# block 1

### Cell density map, block 1

Drawn at 2 px/µm. 16 x 16 tiles, from black (low) to pale yellow (high), 0 to 100% covered.
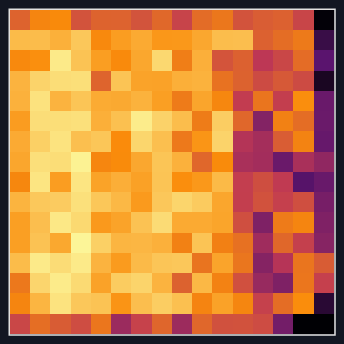

### config.mk
export PLATFORM = sky130hd
export DESIGN_NAME = apb_sum_multi
export DESIGN_NICKNAME = d
export VERILOG_FILES = /design/src/rtl/apb_sum_multi.sv
export SDC_FILE = /design/constraint.sdc
export NUM_CORES = 1
export LEC_CHECK = 0
export CAP_MARGIN = 20
export CORE_UTILIZATION = 65
export CTS_CLUSTER_DIAMETER = 60
export DETAILED_ROUTE_END_ITERATION = 10
export GPL_TIMING_DRIVEN = 0
export PLACE_DENSITY_LB_ADDON = 0.12
export SLEW_MARGIN = 30
export SYNTH_ARGS = -nofsm -noshare
export SYNTH_HDL_FRONTEND = slang
export SYNTH_SLANG_ARGS = --single-unit
### constraint.sdc
create_clock -name PCLK -period 6.2 [get_ports PCLK]
set_input_delay 1.24 -clock PCLK [delete_from_list [all_inputs] [get_ports PCLK]]
set_output_delay 1.24 -clock PCLK [all_outputs]
set_load 0.1 [all_outputs]
### src/rtl/apb_sum_multi.sv
// apb_sum_multi: APB slave with NUM_CH independent DATA_W-bit accumulators.
// Each channel occupies 16 bytes at base 16*c:
//   +0  ADDV  operand (RW)
//   +4  CTRL  bit0 start (write only), bits[2:1] op: 00 add, 01 sub, 10 clear, 11 load
//   +8  RES   accumulator (RO)
//   +12 STAT  bit0 sticky overflow (write 1 to clear), bit1 RES==0 (live)
// Start writes take one wait state; every other transfer has zero wait states.
// Ports:
//   PCLK, PRESETn                      clock, async active-low reset
//   PSEL, PENABLE, PWRITE, PADDR, PWDATA  APB request
//   PRDATA, PREADY, PSLVERR            APB response (PRDATA/PSLVERR are 0 unless PREADY=1)
module apb_sum_multi #(
    parameter int DATA_W = 32,
    parameter int NUM_CH = 4,
    parameter int SAT_EN = 0
) (
    input  logic        PCLK,
    input  logic        PRESETn,
    input  logic        PSEL,
    input  logic        PENABLE,
    input  logic        PWRITE,
    input  logic [31:0] PADDR,
    input  logic [31:0] PWDATA,
    output logic [31:0] PRDATA,
    output logic        PREADY,
    output logic        PSLVERR
);

    localparam int CH_W = (NUM_CH > 1) ? $clog2(NUM_CH) : 1;

    typedef enum logic [1:0] {IDLE, EXEC, RESP} state_t;

    state_t            state, state_nxt;
    logic [CH_W-1:0]   lat_ch;
    logic [1:0]        lat_reg;
    logic [1:0]        lat_op;
    logic              lat_wr;
    logic              lat_err;

    logic [DATA_W-1:0] addv [NUM_CH];
    logic [DATA_W-1:0] res  [NUM_CH];
    logic [1:0]        op   [NUM_CH];
    logic [NUM_CH-1:0] ovf;

    logic              setup;
    logic              dec_bad;
    logic              dec_start;
    logic              commit;
    logic [DATA_W:0]   sum;
    logic [DATA_W:0]   diff;
    logic [DATA_W-1:0] exec_res;
    logic              exec_ovf;
    logic [31:0]       rdata;

    // Address decode happens in the setup phase; the result is latched so the
    // access phase only looks at registered decode.
    always_comb begin
        setup     = (state == IDLE) && PSEL && !PENABLE;
        dec_bad   = (PADDR[1:0] != 2'b00) || (PADDR >= 32'(16 * NUM_CH)) ||
                    (PWRITE && (PADDR[3:2] == 2'd2));
        dec_start = !dec_bad && PWRITE && (PADDR[3:2] == 2'd1) && PWDATA[0];
        commit    = (state == RESP) && PSEL && PENABLE && lat_wr && !lat_err;
    end

    always_ff @(posedge PCLK or negedge PRESETn) begin
        if (!PRESETn) begin
            state <= IDLE;
        end else begin
            state <= state_nxt;
        end
    end

    always_comb begin
        state_nxt = state;
        case (state)
            IDLE: if (setup) state_nxt = dec_start ? EXEC : RESP;
            EXEC: state_nxt = PSEL ? RESP : IDLE;
            RESP: state_nxt = IDLE;
            default: state_nxt = IDLE;
        endcase
    end

    always_ff @(posedge PCLK or negedge PRESETn) begin
        if (!PRESETn) begin
            lat_ch  <= '0;
            lat_reg <= '0;
            lat_op  <= '0;
            lat_wr  <= 1'b0;
            lat_err <= 1'b0;
        end else if (setup) begin
            lat_ch  <= PADDR[4 +: CH_W];
            lat_reg <= PADDR[3:2];
            lat_op  <= PWDATA[2:1];
            lat_wr  <= PWRITE;
            lat_err <= dec_bad;
        end
    end

    // Add/sub are done one bit wider so the top bit is the carry/borrow.
    always_comb begin
        sum      = {1'b0, res[lat_ch]} + {1'b0, addv[lat_ch]};
        diff     = {1'b0, res[lat_ch]} - {1'b0, addv[lat_ch]};
        exec_res = '0;
        exec_ovf = 1'b0;
        case (lat_op)
            2'b00: begin
                exec_ovf = sum[DATA_W];
                exec_res = (exec_ovf && (SAT_EN != 0)) ? '1 : sum[DATA_W-1:0];
            end
            2'b01: begin
                exec_ovf = diff[DATA_W];
                exec_res = (exec_ovf && (SAT_EN != 0)) ? '0 : diff[DATA_W-1:0];
            end
            2'b10: exec_res = '0;
            default: exec_res = addv[lat_ch];
        endcase
    end

    always_ff @(posedge PCLK or negedge PRESETn) begin
        if (!PRESETn) begin
            for (int i = 0; i < NUM_CH; i++) begin
                addv[i] <= '0;
                res[i]  <= '0;
                op[i]   <= '0;
            end
            ovf <= '0;
        end else begin
            if (state == EXEC) begin
                res[lat_ch] <= exec_res;
                op[lat_ch]  <= lat_op;
                if (exec_ovf) ovf[lat_ch] <= 1'b1;
            end
            if (commit) begin
                case (lat_reg)
                    2'd0: addv[lat_ch] <= PWDATA[DATA_W-1:0];
                    2'd1: op[lat_ch]   <= PWDATA[2:1];
                    2'd3: if (PWDATA[0]) ovf[lat_ch] <= 1'b0;
                    default: ;
                endcase
            end
        end
    end

    always_comb begin
        rdata = '0;
        case (lat_reg)
            2'd0: rdata[DATA_W-1:0] = addv[lat_ch];
            2'd1: rdata[2:1]        = op[lat_ch];
            2'd2: rdata[DATA_W-1:0] = res[lat_ch];
            default: begin
                rdata[0] = ovf[lat_ch];
                rdata[1] = (res[lat_ch] == '0);
            end
        endcase
    end

    always_comb begin
        PREADY  = (state == RESP);
        PSLVERR = (state == RESP) && lat_err;
        PRDATA  = ((state == RESP) && !lat_wr && !lat_err) ? rdata : 32'd0;
    end

endmodule
# block 2

--- src/rtl/s1_window_accumulator.sv ---
// Window statistics stage behind the S1 logic-cell chain: accumulates len valid
// samples and reports their sum, maximum and minimum, then pulses done for one cycle.
module s1_window_accumulator #(
  parameter int size  = 5,
  parameter int LEN_W = 4
) (
  input  logic                    clk,
  input  logic                    CLR,
  input  logic                    start,
  input  logic [LEN_W-1:0]        len,
  input  logic [size-1:0]         in_data,
  input  logic                    in_valid,
  output logic [size+LEN_W-1:0]   sum_out,
  output logic [size-1:0]         max_out,
  output logic [size-1:0]         min_out,
  output logic                    busy,
  output logic                    done
);

  localparam int SUM_W = size + LEN_W;

  typedef enum logic [1:0] {
    IDLE = 2'd0,
    ACC  = 2'd1,
    DONE = 2'd2
  } state_t;

  state_t             state, state_n;
  logic [LEN_W-1:0]   len_q, len_n;
  logic [LEN_W-1:0]   cnt, cnt_n;
  logic [SUM_W-1:0]   sum_n;
  logic [size-1:0]    max_n, min_n;
  logic [LEN_W-1:0]   cnt_inc;

  // Sum width already covers (2^LEN_W-1) * (2^size-1), so plain zero-extended add never wraps.
  function automatic logic [SUM_W-1:0] sum_add(input logic [SUM_W-1:0] acc,
                                               input logic [size-1:0]  x);
    sum_add = acc + {{LEN_W{1'b0}}, x};
  endfunction

  function automatic logic [size-1:0] umax(input logic [size-1:0] a,
                                           input logic [size-1:0] b);
    umax = (b > a) ? b : a;
  endfunction

  function automatic logic [size-1:0] umin(input logic [size-1:0] a,
                                           input logic [size-1:0] b);
    umin = (b < a) ? b : a;
  endfunction

  assign cnt_inc = cnt + 1'b1;

  always_comb begin
    state_n = state;
    len_n   = len_q;
    cnt_n   = cnt;
    sum_n   = sum_out;
    max_n   = max_out;
    min_n   = min_out;
    unique case (state)
      IDLE: begin
        if (start && (len != '0)) begin
          len_n   = len;
          cnt_n   = '0;
          sum_n   = '0;
          max_n   = '0;
          min_n   = {size{1'b1}};
          state_n = ACC;
        end
      end
      ACC: begin
        if (in_valid) begin
          sum_n = sum_add(sum_out, in_data);
          max_n = umax(max_out, in_data);
          min_n = umin(min_out, in_data);
          cnt_n = cnt_inc;
          if (cnt_inc == len_q) state_n = DONE;
        end
      end
      DONE: state_n = IDLE;
      default: state_n = IDLE;
    endcase
  end

  // Status flags are registered from the next state so they line up with the data registers.
  always_ff @(posedge clk or posedge CLR) begin
    if (CLR) begin
      state   <= IDLE;
      len_q   <= '0;
      cnt     <= '0;
      sum_out <= '0;
      max_out <= '0;
      min_out <= '0;
      busy    <= 1'b0;
      done    <= 1'b0;
    end else begin
      state   <= state_n;
      len_q   <= len_n;
      cnt     <= cnt_n;
      sum_out <= sum_n;
      max_out <= max_n;
      min_out <= min_n;
      busy    <= (state_n == ACC);
      done    <= (state_n == DONE);
    end
  end

endmodule

--- config.mk ---
export PLATFORM = sky130hd
export DESIGN_NAME = s1_window_accumulator
export DESIGN_NICKNAME = d
export VERILOG_FILES = /design/src/rtl/s1_window_accumulator.sv
export SDC_FILE = /design/constraint.sdc
export NUM_CORES = 1
export LEC_CHECK = 0
export CAP_MARGIN = 20
export CORE_ASPECT_RATIO = 1.4
export CORE_UTILIZATION = 45
export CTS_BUF_LIST = sky130_fd_sc_hd__clkbuf_8
export DETAILED_ROUTE_END_ITERATION = 16
export PLACE_DENSITY = 0.78
export SLEW_MARGIN = 10
export SYNTH_ARGS = -nofsm -noshare
export SYNTH_HDL_FRONTEND = slang
export SYNTH_SLANG_ARGS = --single-unit
--- constraint.sdc ---
create_clock -name clk -period 2.4 [get_ports clk]
set_input_delay 0.48 -clock clk [delete_from_list [all_inputs] [get_ports clk]]
set_output_delay 0.48 -clock clk [all_outputs]
set_load 0.03 [all_outputs]
### The clock network, block 2

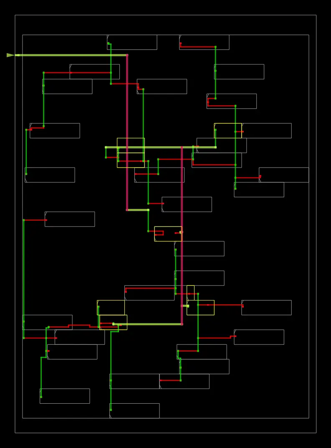
Clk. pwr: 0.000448 W
clock skew: 0.00232 ns
clock buf count: 7
Worst-Skew Late Latency: 0.28 ns
CTS Buf Count: 5

==> out/results.tsv, block 2 <==
metric	value	unit
status	complete, no violations	
synth.avg_cell_area	10.0	µm²
ff_latch_area	776	µm²
startpoint	in_data[1]	
grt_max_degree	32	
ys_seq_share	42.8	%
io_pins	34	
dpl.hpwl	3160	µm
cts_root_buf	clkbuf_8	
final-instance-count-excl-fill	275	
nFlopsAndLatches	31	
ys_cells	181	
swShare	42.4	%
die_height	77.1	µm
die_x	55.6	µm
diodes	0	
post_drt_wl_per_cell	15.4	µm
clkPwrFrac	14.9	%
startpoint_type	input port	
p_per_area	1260	mW/mm²
use_met2	40.6	%
largest_reg_flops	9	
synthArstFlopShare	100	%
grt_util_all_layers	22.4	%
inv_count	13	
dr_wl_met3	147	µm
use_met1	24.3	%
hp-class	reg -> reg	
slew_headroom	66.3	%
fmax	0.452	GHz
criticalPathCategory	in -> reg	
cts_max_path_buffers	2	
cts_resized	0	
fa_ha_area_share	11.5	%
comb_area	968	µm²
crit_path_end_kind	flip-flop	
worst_pin_slew	0.501	ns
stdcell_area	0.00239	mm²
ctsHoldBuffers	0	
min_to	sum_out[8]$_DFFE_PP0P_	
path_cells	clkdlybuf4s50_1, ha_1, a211oi_1, nor2_1, o311ai_0, xor2_1, nor2_1	
reg.largest.list	sum_out (9), max_out (5), min_out (5)	
ys.flops	31	
largestClassByArea	multi-input combinational cells	
fin_nets	261	
clkCellAreaFrac	4.19	%
timing.final.max_slew_violations	0	
finalSetupViolations	0	
syn_area	0.00181	mm²
grt_setup_unrepaired	false	
maxPowerGroup	combinational logic	
powerComb	0.00166	W
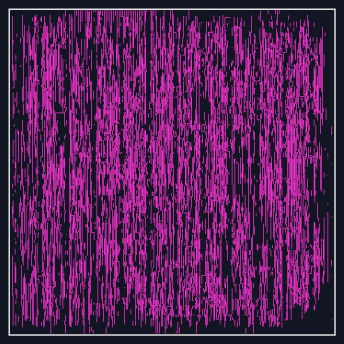
*Signal wires on met2, block 1*
Drawn at 2 px/µm.
wire length on this layer = 24.3 mm
share of all routed wire = 47%
nets with wire on the layer = 1667
vias post-DR: 14.3k
routed wire length: 52000 µm
M2 GR Usage: 64.4%

About 'Cell density map' of block 1:
mean over tiles = 71%
fullest tile = 98%
nearly empty tiles = 1.2%
tiles over 75% full = 52%
core box area: 0.0252 mm²
Init Core Util: 66.1%
utilization after layout: 75.6%

==> out/results.tsv, block 1 <==
metric	value	unit
post_drt_wl_per_cell	24.7	µm
comb_share	47.2	%
io_pins	103	
synth_chip_area	0.0167	mm²
die_x	162	µm
cts.sinks	278	
top_area_cell	dfrtp_1	
status	complete, no violations	
synth_nets	1761	
stdcell_area	0.0190	mm²
criticalPathCategory	reg -> out	
overflow	0	
largestClassByArea	multi-input combinational cells	
final-instance-count-excl-fill	2106	
powerComb	0.000641	W
hold-worst-slack	0.477	ns
startpoint	lat_ch[1]$_DFFE_PN0P_	
yosys.area_share.aoi	15.3	%
antenna_found_initial	0	
ctsHoldBuffers	0	
clkCellAreaFrac	4.55	%
cp_top_family	buffers and inverters	
slew_headroom	34.3	%
dr.first_iter.drc_count	1821	
htree_levels	1	
leakagePower	8.67	nW
cp.required	4.96	ns
fin_nets	1892	
clkPwrFrac	39.4	%
p_int	0.00297	W
cts_buffers	26	
rr_endpoint	ovf[0]$_DFF_PN0_	
grt_setup_unrepaired	false	
warnings	59	
drive_above_1_share	15.9	%
cts_tree	done	
comb_area	0.00899	mm²
ys_seq_share	41.8	%
layout_min_cycle_time	6.04	ns
critical_path_depth	8	
maxPowerGroup	sequential cells	
hold_viol	0	
use_met1	56.3	%
cap_viol_max_count	0	
dr.pass1.iters	7	

## Gallery

Sequential cells grouped by signal name.
shot_01.png
Drawn at 2 px/µm. Other sequential cells in the stronger grey, the rest of the logic in the fainter grey.
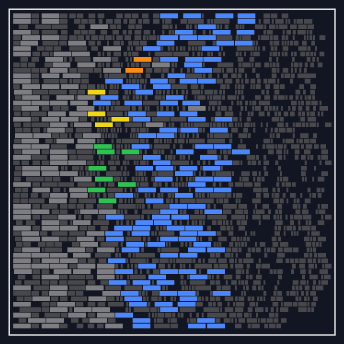
shot_02.png
Drawn at 4 px/µm. Other sequential cells in the stronger grey, the rest of the logic in the fainter grey.
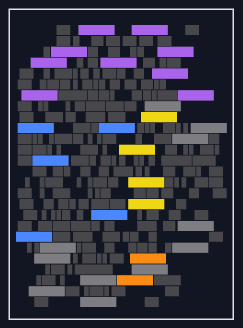
- most sequential cells: shot_01.png
- most cells: shot_01.png
shot_01.png comes from block 1.
shot_02.png comes from block 2.



## Gallery

Floorplan with the power grid.
panel A
Drawn at 2 px/µm. Pins as bars on the die edge.
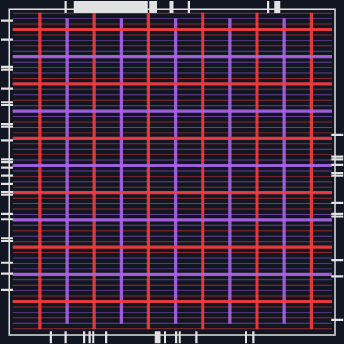
panel B
Drawn at 4 px/µm. Pins as bars on the die edge.
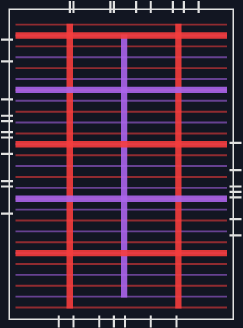
- panel B = block 2
- panel A = block 1
Of these, largest die: panel A
Of these, most pins: panel A

Power figures rest on the tool's default switching activity, not on a simulated workload.
